==================== lnrv_boot_ctrl
Fig. 1: lnrv_boot_ctrl, pin map
(3 px per um) Pins as bars across the die edge, other pins in gray.
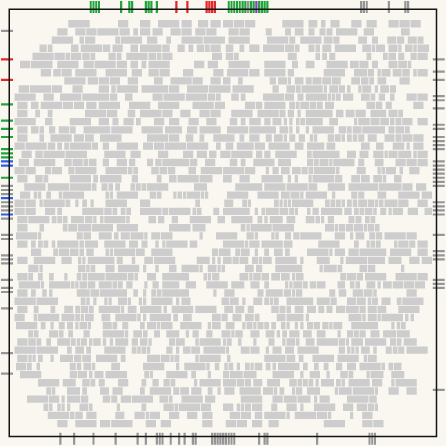
Fig. 2: lnrv_boot_ctrl, signal wires on met3
(3 px per um) Cells faint in the background.
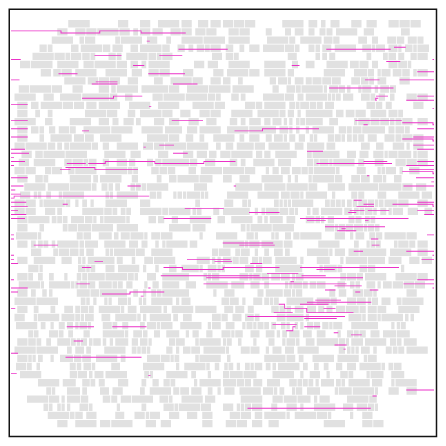
`config.mk`:
```
export PLATFORM = sky130hd
export DESIGN_NAME = lnrv_boot_ctrl
export DESIGN_NICKNAME = d
export VERILOG_FILES = /design/src/rtl/lnrv_boot_ctrl.sv
export SDC_FILE = /design/constraint.sdc
export NUM_CORES = 1
export LEC_CHECK = 0
export CAP_MARGIN = 10
export CORE_UTILIZATION = 55
export CTS_CLUSTER_SIZE = 24
export DETAILED_ROUTE_END_ITERATION = 16
export HOLD_SLACK_MARGIN = 0.02
export PLACE_DENSITY_LB_ADDON = 0.08
export SLEW_MARGIN = 10
export SYNTH_ARGS = -nofsm -noshare
export SYNTH_HDL_FRONTEND = slang
export SYNTH_SLANG_ARGS = --single-unit
```
`constraint.sdc`:
```
create_clock -name clk -period 5.4 [get_ports clk]
set_input_delay 1.08 -clock clk [delete_from_list [all_inputs] [get_ports clk]]
set_output_delay 1.08 -clock clk [all_outputs]
set_load 0.03 [all_outputs]
```
`src/rtl/lnrv_boot_ctrl.sv`:
```
// Boot/test controller: streams a little-endian byte image into a word RAM, holds the core
// in reset while loading and releases it after a fixed delay, then reports pass/fail/timeout.
// Latency: a RAM write appears the cycle after the handshake that completes a word (or the
// final byte). The byte stream is never stalled by the RAM; s_ready drops once all bytes
// have been accepted.
// Ports: clk/reset (sync, active-high); ld_start/ld_base/ld_bytes start a load;
//   s_valid/s_ready/s_data form the byte stream; ram_* is the gen_ram-style write port;
//   core_reset_n drives the core; end_flag/pass_flag come from the core;
//   wdog_limit is the run budget (0 = off); done/pass/fail/timeout report the result.
module lnrv_boot_ctrl #(
  parameter int P_DATA_WIDTH    = 32,
  parameter int P_ADDR_WIDTH    = 16,
  parameter int P_RST_DELAY     = 4,
  parameter int P_SETTLE_CYCLES = 50,
  parameter int P_WDOG_WIDTH    = 24,
  localparam int LP_NB          = P_DATA_WIDTH / 8,
  localparam int LP_BW          = P_ADDR_WIDTH + $clog2(LP_NB)
) (
  input  logic                    clk,
  input  logic                    reset,
  input  logic                    ld_start,
  input  logic [P_ADDR_WIDTH-1:0] ld_base,
  input  logic [LP_BW-1:0]        ld_bytes,
  input  logic                    s_valid,
  output logic                    s_ready,
  input  logic [7:0]              s_data,
  output logic                    ram_cs,
  output logic                    ram_we,
  output logic [LP_NB-1:0]        ram_wem,
  output logic [P_ADDR_WIDTH-1:0] ram_addr,
  output logic [P_DATA_WIDTH-1:0] ram_wdata,
  output logic                    core_reset_n,
  input  logic                    end_flag,
  input  logic                    pass_flag,
  input  logic [P_WDOG_WIDTH-1:0] wdog_limit,
  output logic                    done,
  output logic                    pass,
  output logic                    fail,
  output logic                    timeout
);

  localparam int LP_LW   = (LP_NB > 1) ? $clog2(LP_NB) : 1;
  localparam int LP_TMAX = (P_RST_DELAY > P_SETTLE_CYCLES) ? P_RST_DELAY : P_SETTLE_CYCLES;
  localparam int LP_TW   = $clog2(LP_TMAX + 1);

  typedef enum logic [2:0] {S_IDLE, S_LOAD, S_DELAY, S_RUN, S_SETTLE, S_DONE} state_t;

  state_t                  state_q, state_d;
  logic [LP_BW-1:0]        cnt_q, cnt_d, bytes_q, bytes_d;
  logic [P_ADDR_WIDTH-1:0] base_q, woff_q;
  logic [LP_LW-1:0]        lane_q;
  logic [P_DATA_WIDTH-1:0] wbuf_q, buf_new;
  logic [LP_NB-1:0]        wmsk_q, msk_new;
  logic [LP_TW-1:0]        tmr_q;
  logic [P_WDOG_WIDTH-1:0] wdog_q;
  logic                    ld_acc, hs, last_lane, last_byte, wdog_hit;
  logic                    s_ready_d, crn_d, done_d, pass_d, fail_d, to_d;

  assign ld_acc    = ld_start && (state_q == S_IDLE || state_q == S_DONE);
  assign hs        = s_valid && s_ready;
  assign last_lane = (lane_q == LP_LW'(LP_NB - 1));
  assign last_byte = ((cnt_q + LP_BW'(1)) == bytes_q);
  assign wdog_hit  = (wdog_limit != '0) && (wdog_q == wdog_limit - P_WDOG_WIDTH'(1));

  // State register
  always_ff @(posedge clk) begin
    if (reset) state_q <= S_IDLE;
    else       state_q <= state_d;
  end

  // Next-state logic
  always_comb begin
    state_d = state_q;
    case (state_q)
      S_IDLE, S_DONE: if (ld_start) state_d = (ld_bytes == '0) ? S_DELAY : S_LOAD;
      // cnt_q reaches bytes_q on the cycle the final word is on the RAM port,
      // so leaving here lets that write cycle complete first.
      S_LOAD:   if (cnt_q == bytes_q) state_d = S_DELAY;
      S_DELAY:  if (tmr_q == LP_TW'(P_RST_DELAY - 1)) state_d = S_RUN;
      S_RUN: begin
        if (end_flag)      state_d = S_SETTLE;   // end_flag beats a same-cycle expiry
        else if (wdog_hit) state_d = S_DONE;
      end
      S_SETTLE: if (tmr_q == LP_TW'(P_SETTLE_CYCLES - 1)) state_d = S_DONE;
      default:  state_d = S_IDLE;
    endcase
  end

  // Next values of the registered outputs
  always_comb begin
    cnt_d   = cnt_q;
    bytes_d = bytes_q;
    if (ld_acc) begin
      cnt_d   = '0;
      bytes_d = ld_bytes;
    end else if (hs) begin
      cnt_d = cnt_q + LP_BW'(1);
    end
    s_ready_d = (state_d == S_LOAD) && (cnt_d < bytes_d);
    crn_d     = (state_d == S_RUN) || (state_d == S_SETTLE) || (state_d == S_DONE);
    done_d    = (state_d == S_DONE);
    pass_d    = pass;
    fail_d    = fail;
    to_d      = timeout;
    if (ld_acc) begin
      pass_d = 1'b0;
      fail_d = 1'b0;
      to_d   = 1'b0;
    end else if (state_q == S_RUN && state_d == S_DONE) begin
      fail_d = 1'b1;
      to_d   = 1'b1;
    end else if (state_q == S_SETTLE && state_d == S_DONE) begin
      pass_d = pass_flag;
      fail_d = !pass_flag;
    end
  end

  // Merge the incoming byte into the word being assembled
  always_comb begin
    buf_new = wbuf_q;
    msk_new = wmsk_q;
    for (int i = 0; i < LP_NB; i++) begin
      if (lane_q == LP_LW'(i)) begin
        buf_new[8*i +: 8] = s_data;
        msk_new[i]        = 1'b1;
      end
    end
  end

  always_ff @(posedge clk) begin
    if (reset) begin
      s_ready      <= 1'b0;
      core_reset_n <= 1'b0;
      done         <= 1'b0;
      pass         <= 1'b0;
      fail         <= 1'b0;
      timeout      <= 1'b0;
      ram_cs       <= 1'b0;
      ram_we       <= 1'b0;
      ram_wem      <= '0;
      ram_addr     <= '0;
      ram_wdata    <= '0;
      cnt_q        <= '0;
      bytes_q      <= '0;
      base_q       <= '0;
      woff_q       <= '0;
      lane_q       <= '0;
      wbuf_q       <= '0;
      wmsk_q       <= '0;
      tmr_q        <= '0;
      wdog_q       <= '0;
    end else begin
      s_ready      <= s_ready_d;
      core_reset_n <= crn_d;
      done         <= done_d;
      pass         <= pass_d;
      fail         <= fail_d;
      timeout      <= to_d;
      cnt_q        <= cnt_d;
      bytes_q      <= bytes_d;
      tmr_q        <= (state_d != state_q) ? '0 : tmr_q + LP_TW'(1);
      wdog_q       <= (state_q == S_RUN && state_d == S_RUN) ? wdog_q + P_WDOG_WIDTH'(1) : '0;
      ram_cs       <= 1'b0;
      ram_we       <= 1'b0;
      if (ld_acc) begin
        base_q <= ld_base;
        woff_q <= '0;
        lane_q <= '0;
        wbuf_q <= '0;
        wmsk_q <= '0;
      end else if (hs) begin
        if (last_lane || last_byte) begin
          // Unfilled lanes of a short final word stay zero and unmasked.
          ram_cs    <= 1'b1;
          ram_we    <= 1'b1;
          ram_addr  <= base_q + woff_q;
          ram_wdata <= buf_new;
          ram_wem   <= msk_new;
          wbuf_q    <= '0;
          wmsk_q    <= '0;
        end else begin
          wbuf_q <= buf_new;
          wmsk_q <= msk_new;
        end
        if (last_lane) begin
          lane_q <= '0;
          woff_q <= woff_q + P_ADDR_WIDTH'(1);
        end else begin
          lane_q <= lane_q + LP_LW'(1);
        end
      end
    end
  end

endmodule
```
==> impl_metrics.tcl <==
# yosys + openroad results
set metrics [dict create \
    fill_cells 1582 \
    netlist_instances 1241 \
    worstHoldPathCells 2 \
    ys_sh_adder_pct 5.06 \
    power.total_w 0.00326 \
    edf_count 0 \
    finish.utilization_pct 67.6 \
    fmax_ghz 0.237 \
    postSynth.asyncResetShare_pct 0 \
    rrSetupSlack_ps 1310 \
    ys_cells 1241 \
    worstRegToRegCells 9 \
    syn_avg_cell_area_um2 8.68 \
    wl_met3_um 1460 \
    crit_end "wdog_q[23]$_SDFF_PP0_" \
    top_usage_layer "met2" \
    dieArea_um2 20100 \
    crit_path_max_fanout 24 \
    die_w_um 142 \
    startpoint "wdog_limit[0]" \
    path_delay_family "simple AND/OR/NAND/NOR gates" \
    status "completed" \
    root_buffer "clkbuf_16" \
    comb_area_share_pct 49.8 \
    ys_seq_share_pct 36.8 \
    use_met2_pct 43.2 \
    vias_per_cell 5.93 \
    highest_layer "met4" \
    ys_top_cells_by_count "dfxtp_1, nor2_1, nand2_1" \
    p_switching_w 0.000958 \
    port_buffers 131 \
    p_clk_w 0.00134 \
    place_ws_ps 745 \
    comb_power_share_pct 12.5 \
    first_pass_iters 5 \
    pwr-share-seq_pct 46.5 \
    critical_path_buf_inv_count 3 \
    postCtsSetupRepairBufs 0 \
    use_met1_pct 38.3 \
    reg2reg_to "ram_wdata[27]$_SDFFE_PP0P_" \
    powerComb_w 0.000408 \
    final_cell_mix "dfxtp_1, clkdlybuf4s50_1, nor2_1" \
    wl_met2_um 12200 \
    cts_htree_levels 4 \
    clkTransAtPathRegs_ps 90 \
    final_nets 1445 \
    dpl_cell_area_um2 12200 \
    buffer_area_share_pct 11.0 \
    fin_worst_skew_ps 14.7 \
    n_clock_buffer 17 \
    synth-main-ff-cell "dfxtp_1" \
    setup_slack_ps 1180 \
    endpoint_kind "flip-flop" \
    clock-sinks 198 \
    cts_max_path_buffers 2 \
    topCombFamilyByArea "simple AND/OR/NAND/NOR gates" \
    nNonClkInverters 28 \
    met3_usage_pct 5.85 \
    maxPowerGroup "registers" \
    post-route-period-util_pct 78.1 \
    intPower_w 0.00230 \
    p_sw_share_pct 29.4 \
    finalCriticalPeriod_ps 4220 \
    hold_path.class "flip-flop to flip-flop" \
    top_regs "ram_wdata (32), wbuf_q (32), wdog_q (24)" \
    p_leak_nw 4.60 \
    design.seq.count 198 \
    routedWlPerCell_um 16.9 \
    n_antenna_cell 0 \
]
Notes on Fig. 1 above:
- timeout: purple (pins 1; direction output; edge top)
- ram_wdata: green (pins 32; direction output; edge 24 top, 8 left)
- s_data: red (pins 8; direction input; edge 6 top, 2 left)
- ram_wem: blue (pins 4; direction output; edge left)

Notes on Fig. 2 above:
- longest straight run: 52.0 um
- wire length on this layer: 1460 um


==================== audio_volume_scaler_flat
<file path="config.mk">
export PLATFORM = sky130hd
export DESIGN_NAME = audio_volume_scaler_flat
export DESIGN_NICKNAME = d
export VERILOG_FILES = /design/src/rtl/audio_volume_scaler_pkg.sv /design/src/rtl/audio_volume_scaler_if.sv /design/src/rtl/audio_volume_scaler_gain_ramp.sv /design/src/rtl/audio_volume_scaler.sv /design/src/flat_wrapper.sv
export SDC_FILE = /design/constraint.sdc
export NUM_CORES = 1
export LEC_CHECK = 0
export CAP_MARGIN = 20
export CORE_UTILIZATION = 43
export DETAILED_ROUTE_END_ITERATION = 8
export GPL_ROUTABILITY_DRIVEN = 1
export PLACE_DENSITY = 0.66
export SLEW_MARGIN = 20
export SYNTH_ARGS = -nofsm -noshare
export SYNTH_HDL_FRONTEND = slang
export SYNTH_SLANG_ARGS = --single-unit
</file>
<file path="constraint.sdc">
create_clock -name Clk -period 6.25 [get_ports Clk]
set_clock_uncertainty 0.2 [all_clocks]
set_input_delay 1.25 -clock Clk [delete_from_list [all_inputs] [get_ports Clk]]
set_output_delay 1.25 -clock Clk [all_outputs]
set_load 0.01 [all_outputs]
</file>
<file path="src/rtl/audio_volume_scaler_pkg.sv">
// ----------------------------------------------------------------------------
// audio_vol_pkg
//  Shared constants and helpers for the audio volume scaler.
//  therm_to_level : 8-bit thermometer code -> {legal, level[3:0]}
//  level_to_gain  : level (0..8) -> Q8 gain (level*32, 256 = unity)
// ----------------------------------------------------------------------------
package audio_vol_pkg;

    localparam int               VOL_LEVELS = 8;
    localparam int               GAIN_W     = 9;
    localparam logic [GAIN_W-1:0] GAIN_UNITY = 9'd256;

    // A legal thermometer code is a contiguous run of ones from bit 0, i.e.
    // code+1 is a power of two, so code & (code+1) has no bits left in [7:0].
    function automatic logic [4:0] therm_to_level(input logic [VOL_LEVELS-1:0] code);
        logic [VOL_LEVELS:0] plus1;
        logic                legal;
        logic [3:0]          lvl;
        plus1 = {1'b0, code} + 9'd1;
        legal = ((plus1[VOL_LEVELS-1:0] & code) == '0);
        lvl   = '0;
        for (int i = 0; i < VOL_LEVELS; i++) begin
            lvl = lvl + {3'b000, code[i]};
        end
        return {legal, lvl};
    endfunction

    function automatic logic [GAIN_W-1:0] level_to_gain(input logic [3:0] level);
        return {level, 5'b00000};
    endfunction

endpackage

</file>
<file path="src/rtl/audio_volume_scaler_if.sv">
// ----------------------------------------------------------------------------
// audio_volume_scaler_if
//  Bundles the sample stream, volume code and gain status of the scaler.
//  slave  : the scaler side (consumes samples/volume, drives results/status)
//  master : the driving side (effects chain / volume register / monitor)
// ----------------------------------------------------------------------------
interface audio_volume_scaler_if #(
    parameter int DATA_W = 24
);
    import audio_vol_pkg::*;

    logic [VOL_LEVELS-1:0]     vol_therm;
    logic signed [DATA_W-1:0]  sample_in;
    logic                      sample_in_valid;
    logic signed [DATA_W-1:0]  sample_out;
    logic                      sample_out_valid;
    logic [GAIN_W-1:0]         cur_gain;
    logic                      ramping;
    logic                      code_err;

    modport slave (
        input  vol_therm, sample_in, sample_in_valid,
        output sample_out, sample_out_valid, cur_gain, ramping, code_err
    );

    modport master (
        output vol_therm, sample_in, sample_in_valid,
        input  sample_out, sample_out_valid, cur_gain, ramping, code_err
    );

endinterface

</file>
<file path="src/rtl/audio_volume_scaler_gain_ramp.sv">
// ----------------------------------------------------------------------------
// vol_gain_ramp
//  Tracks the target gain from the thermometer volume code and slews the
//  applied gain toward it by at most RAMP_STEP per accepted sample.
//  Clk, Reset   : clock, synchronous active-high reset
//  vol_therm_i  : thermometer volume code, sampled every cycle
//  strobe_i     : sample accepted this cycle (ramp advances only then)
//  cur_gain_o   : gain currently applied (Q8), registered
//  ramping_o    : cur_gain != target
//  code_err_o   : last sampled code was not a legal thermometer code
// ----------------------------------------------------------------------------
module vol_gain_ramp
    import audio_vol_pkg::*;
#(
    parameter int RAMP_STEP = 1
) (
    input  logic                  Clk,
    input  logic                  Reset,
    input  logic [VOL_LEVELS-1:0] vol_therm_i,
    input  logic                  strobe_i,
    output logic [GAIN_W-1:0]     cur_gain_o,
    output logic                  ramping_o,
    output logic                  code_err_o
);

    localparam logic [GAIN_W-1:0] STEP = GAIN_W'(RAMP_STEP);

    logic [GAIN_W-1:0] target_q, target_d;
    logic [GAIN_W-1:0] gain_q, gain_d;
    logic              code_err_q, code_err_d;
    logic              code_legal;
    logic [3:0]        code_lvl;
    logic [GAIN_W-1:0] diff;

    assign {code_legal, code_lvl} = therm_to_level(vol_therm_i);

    // Illegal codes leave the target where it was.
    always_comb begin
        target_d   = target_q;
        code_err_d = ~code_legal;
        if (code_legal) begin
            target_d = level_to_gain(code_lvl);
        end
    end

    // Step size is clamped to the remaining distance so the ramp never overshoots.
    always_comb begin
        gain_d = gain_q;
        diff   = '0;
        if (strobe_i) begin
            if (gain_q < target_q) begin
                diff   = target_q - gain_q;
                gain_d = gain_q + ((diff < STEP) ? diff : STEP);
            end else if (gain_q > target_q) begin
                diff   = gain_q - target_q;
                gain_d = gain_q - ((diff < STEP) ? diff : STEP);
            end
        end
    end

    always_ff @(posedge Clk) begin
        if (Reset) begin
            target_q   <= '0;
            gain_q     <= '0;
            code_err_q <= 1'b0;
        end else begin
            target_q   <= target_d;
            gain_q     <= gain_d;
            code_err_q <= code_err_d;
        end
    end

    assign cur_gain_o = gain_q;
    assign ramping_o  = (gain_q != target_q);
    assign code_err_o = code_err_q;

endmodule

</file>
<file path="src/rtl/audio_volume_scaler.sv">
// ----------------------------------------------------------------------------
// audio_volume_scaler
//  Applies a ramped Q8 volume gain to a signed audio stream, 2-cycle latency,
//  full rate, no backpressure.
//  Clk, Reset : clock, synchronous active-high reset
//  vif.slave  : vol_therm, sample_in, sample_in_valid in;
//               sample_out, sample_out_valid, cur_gain, ramping, code_err out
// ----------------------------------------------------------------------------
module audio_volume_scaler
    import audio_vol_pkg::*;
#(
    parameter int DATA_W    = 24,
    parameter int RAMP_STEP = 1
) (
    input  logic                 Clk,
    input  logic                 Reset,
    audio_volume_scaler_if.slave vif
);

    localparam int PW = DATA_W + 10;

    logic [GAIN_W-1:0]        cur_gain;
    logic signed [DATA_W-1:0] s1_q;
    logic [GAIN_W-1:0]        g1_q;
    logic [1:0]               vld_pipe_q;
    logic signed [DATA_W-1:0] sample_out_q, sample_out_d;
    logic signed [PW-1:0]     s1_ext, g1_ext, prod;
    logic                     unused_prod_bits;

    vol_gain_ramp #(
        .RAMP_STEP (RAMP_STEP)
    ) u_ramp (
        .Clk         (Clk),
        .Reset       (Reset),
        .vol_therm_i (vif.vol_therm),
        .strobe_i    (vif.sample_in_valid),
        .cur_gain_o  (cur_gain),
        .ramping_o   (vif.ramping),
        .code_err_o  (vif.code_err)
    );

    // Gain is zero-extended to stay non-negative in the signed multiply.
    assign s1_ext       = PW'(s1_q);
    assign g1_ext       = PW'({1'b0, g1_q});
    assign prod         = s1_ext * g1_ext;
    // Dropping the low 8 bits of a two's complement product is floor(prod/256).
    assign sample_out_d = prod[DATA_W+7:8];
    // Gain <= 256 keeps the result inside DATA_W, so the top bits are pure sign.
    assign unused_prod_bits = ^{prod[PW-1:DATA_W+8], prod[7:0]};

    always_ff @(posedge Clk) begin
        if (Reset) begin
            vld_pipe_q   <= '0;
            s1_q         <= '0;
            g1_q         <= '0;
            sample_out_q <= '0;
        end else begin
            vld_pipe_q <= {vld_pipe_q[0], vif.sample_in_valid};
            // Stage 1 holds the gain in force before this sample's ramp step.
            if (vif.sample_in_valid) begin
                s1_q <= vif.sample_in;
                g1_q <= cur_gain;
            end
            if (vld_pipe_q[0]) begin
                sample_out_q <= sample_out_d;
            end
        end
    end

    assign vif.sample_out       = sample_out_q;
    assign vif.sample_out_valid = vld_pipe_q[1];
    assign vif.cur_gain         = cur_gain;

endmodule

</file>
<file path="src/flat_wrapper.sv">
// flat-port wrapper written by rule: the top's interface ports become plain ports
module audio_volume_scaler_flat import audio_vol_pkg::*;
#(
    parameter int DATA_W    = 24,
    parameter int RAMP_STEP = 1
)
  (Clk, Reset, vif_vol_therm, vif_sample_in, vif_sample_in_valid, vif_sample_out, vif_sample_out_valid, vif_cur_gain, vif_ramping, vif_code_err);
  audio_volume_scaler_if #(.DATA_W(DATA_W)) vif_i ();
  input  logic Clk;
  input  logic Reset;
  input wire logic [$bits(vif_i.vol_therm)-1:0] vif_vol_therm;
  input wire logic [$bits(vif_i.sample_in)-1:0] vif_sample_in;
  input wire logic [$bits(vif_i.sample_in_valid)-1:0] vif_sample_in_valid;
  output wire logic [$bits(vif_i.sample_out)-1:0] vif_sample_out;
  output wire logic [$bits(vif_i.sample_out_valid)-1:0] vif_sample_out_valid;
  output wire logic [$bits(vif_i.cur_gain)-1:0] vif_cur_gain;
  output wire logic [$bits(vif_i.ramping)-1:0] vif_ramping;
  output wire logic [$bits(vif_i.code_err)-1:0] vif_code_err;
  assign vif_i.vol_therm = vif_vol_therm;
  assign vif_i.sample_in = vif_sample_in;
  assign vif_i.sample_in_valid = vif_sample_in_valid;
  assign vif_sample_out = vif_i.sample_out;
  assign vif_sample_out_valid = vif_i.sample_out_valid;
  assign vif_cur_gain = vif_i.cur_gain;
  assign vif_ramping = vif_i.ramping;
  assign vif_code_err = vif_i.code_err;
  audio_volume_scaler #(.DATA_W(DATA_W), .RAMP_STEP(RAMP_STEP)) u_core (.Clk(Clk), .Reset(Reset), .vif(vif_i));
endmodule
</file>
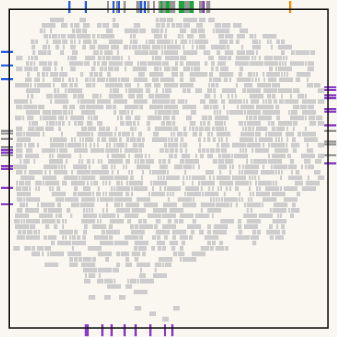
Fig. 3. Pin map (audio_volume_scaler_flat).
(2 px per um) Pins as bars across the die edge, other pins in gray.
- vif_vol_therm: green (pins 8; direction input; edge top)
- vif_sample_in: purple (pins 24; direction input; edge 9 bottom, 8 right, 6 left, 1 top)
- Clk: orange (pins 1; direction input; edge top)
- vif_cur_gain: blue (pins 9; direction output; edge 6 top, 3 left)

==> impl_metrics.tcl <==
# yosys + openroad results
set metrics [dict create \
    ys_area_um2 10600 \
    fill_cells 2215 \
    critical_path_buf_inv_count 4 \
    routedWlPerCell_um 15.9 \
    topCombFamilyByArea "adder cells" \
    top_cell_area_share_pct 33.4 \
    buffers 87 \
    crit_end "u_core.vif.sample_out[23]$_SDFFE_PP0P_" \
    worstRegToRegCells 19 \
    grt_pass1_wl_um 41400 \
    rsz0062_at_grt "no" \
    status "completed" \
    startpoint "u_core.g1_q[1]$_SDFFE_PP0P_" \
    p_switching_w 0.000966 \
    finish.utilization_pct 49.9 \
    ys_cells 1172 \
    rows 56 \
    comb_area_share_pct 68.5 \
    place_inst 1518 \
    n_antenna_cell 0 \
    tap_cells 319 \
]


==> gallery <==
Signal wires on met4.
shot_01.png
(2 px per um) Supply wires on this layer in gray. Cells faint in the background.
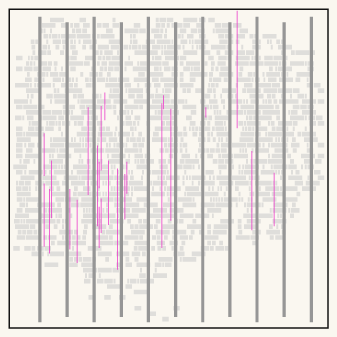
shot_02.png
(3 px per um) Supply wires on this layer in gray. Cells faint in the background.
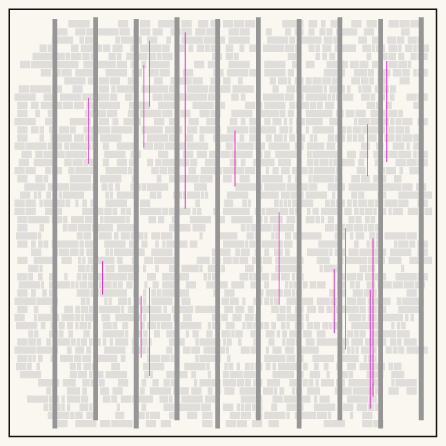
Of these, largest die: shot_01.png
audio_volume_scaler_flat is shot_01.png.
lnrv_boot_ctrl is shot_02.png.


## Gallery

Close-up of the layout.
picture 1
Region (94, 94) to (144, 144) um. Cells in gray, sequential cells in the stronger gray; small squares are vias.
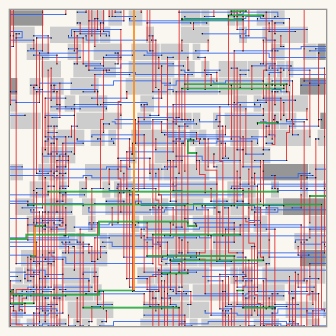
picture 2
Region (81, 81) to (131, 131) um. Cells in gray, sequential cells in the stronger gray; small squares are vias.
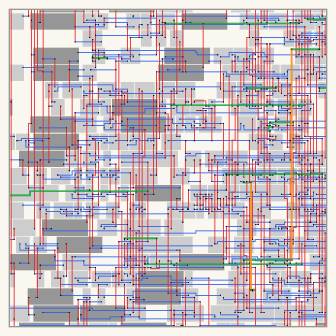
picture 1 -> audio_volume_scaler_flat
picture 2 -> lnrv_boot_ctrl

Power figures rest on the tool's default switching activity, not on a simulated workload.
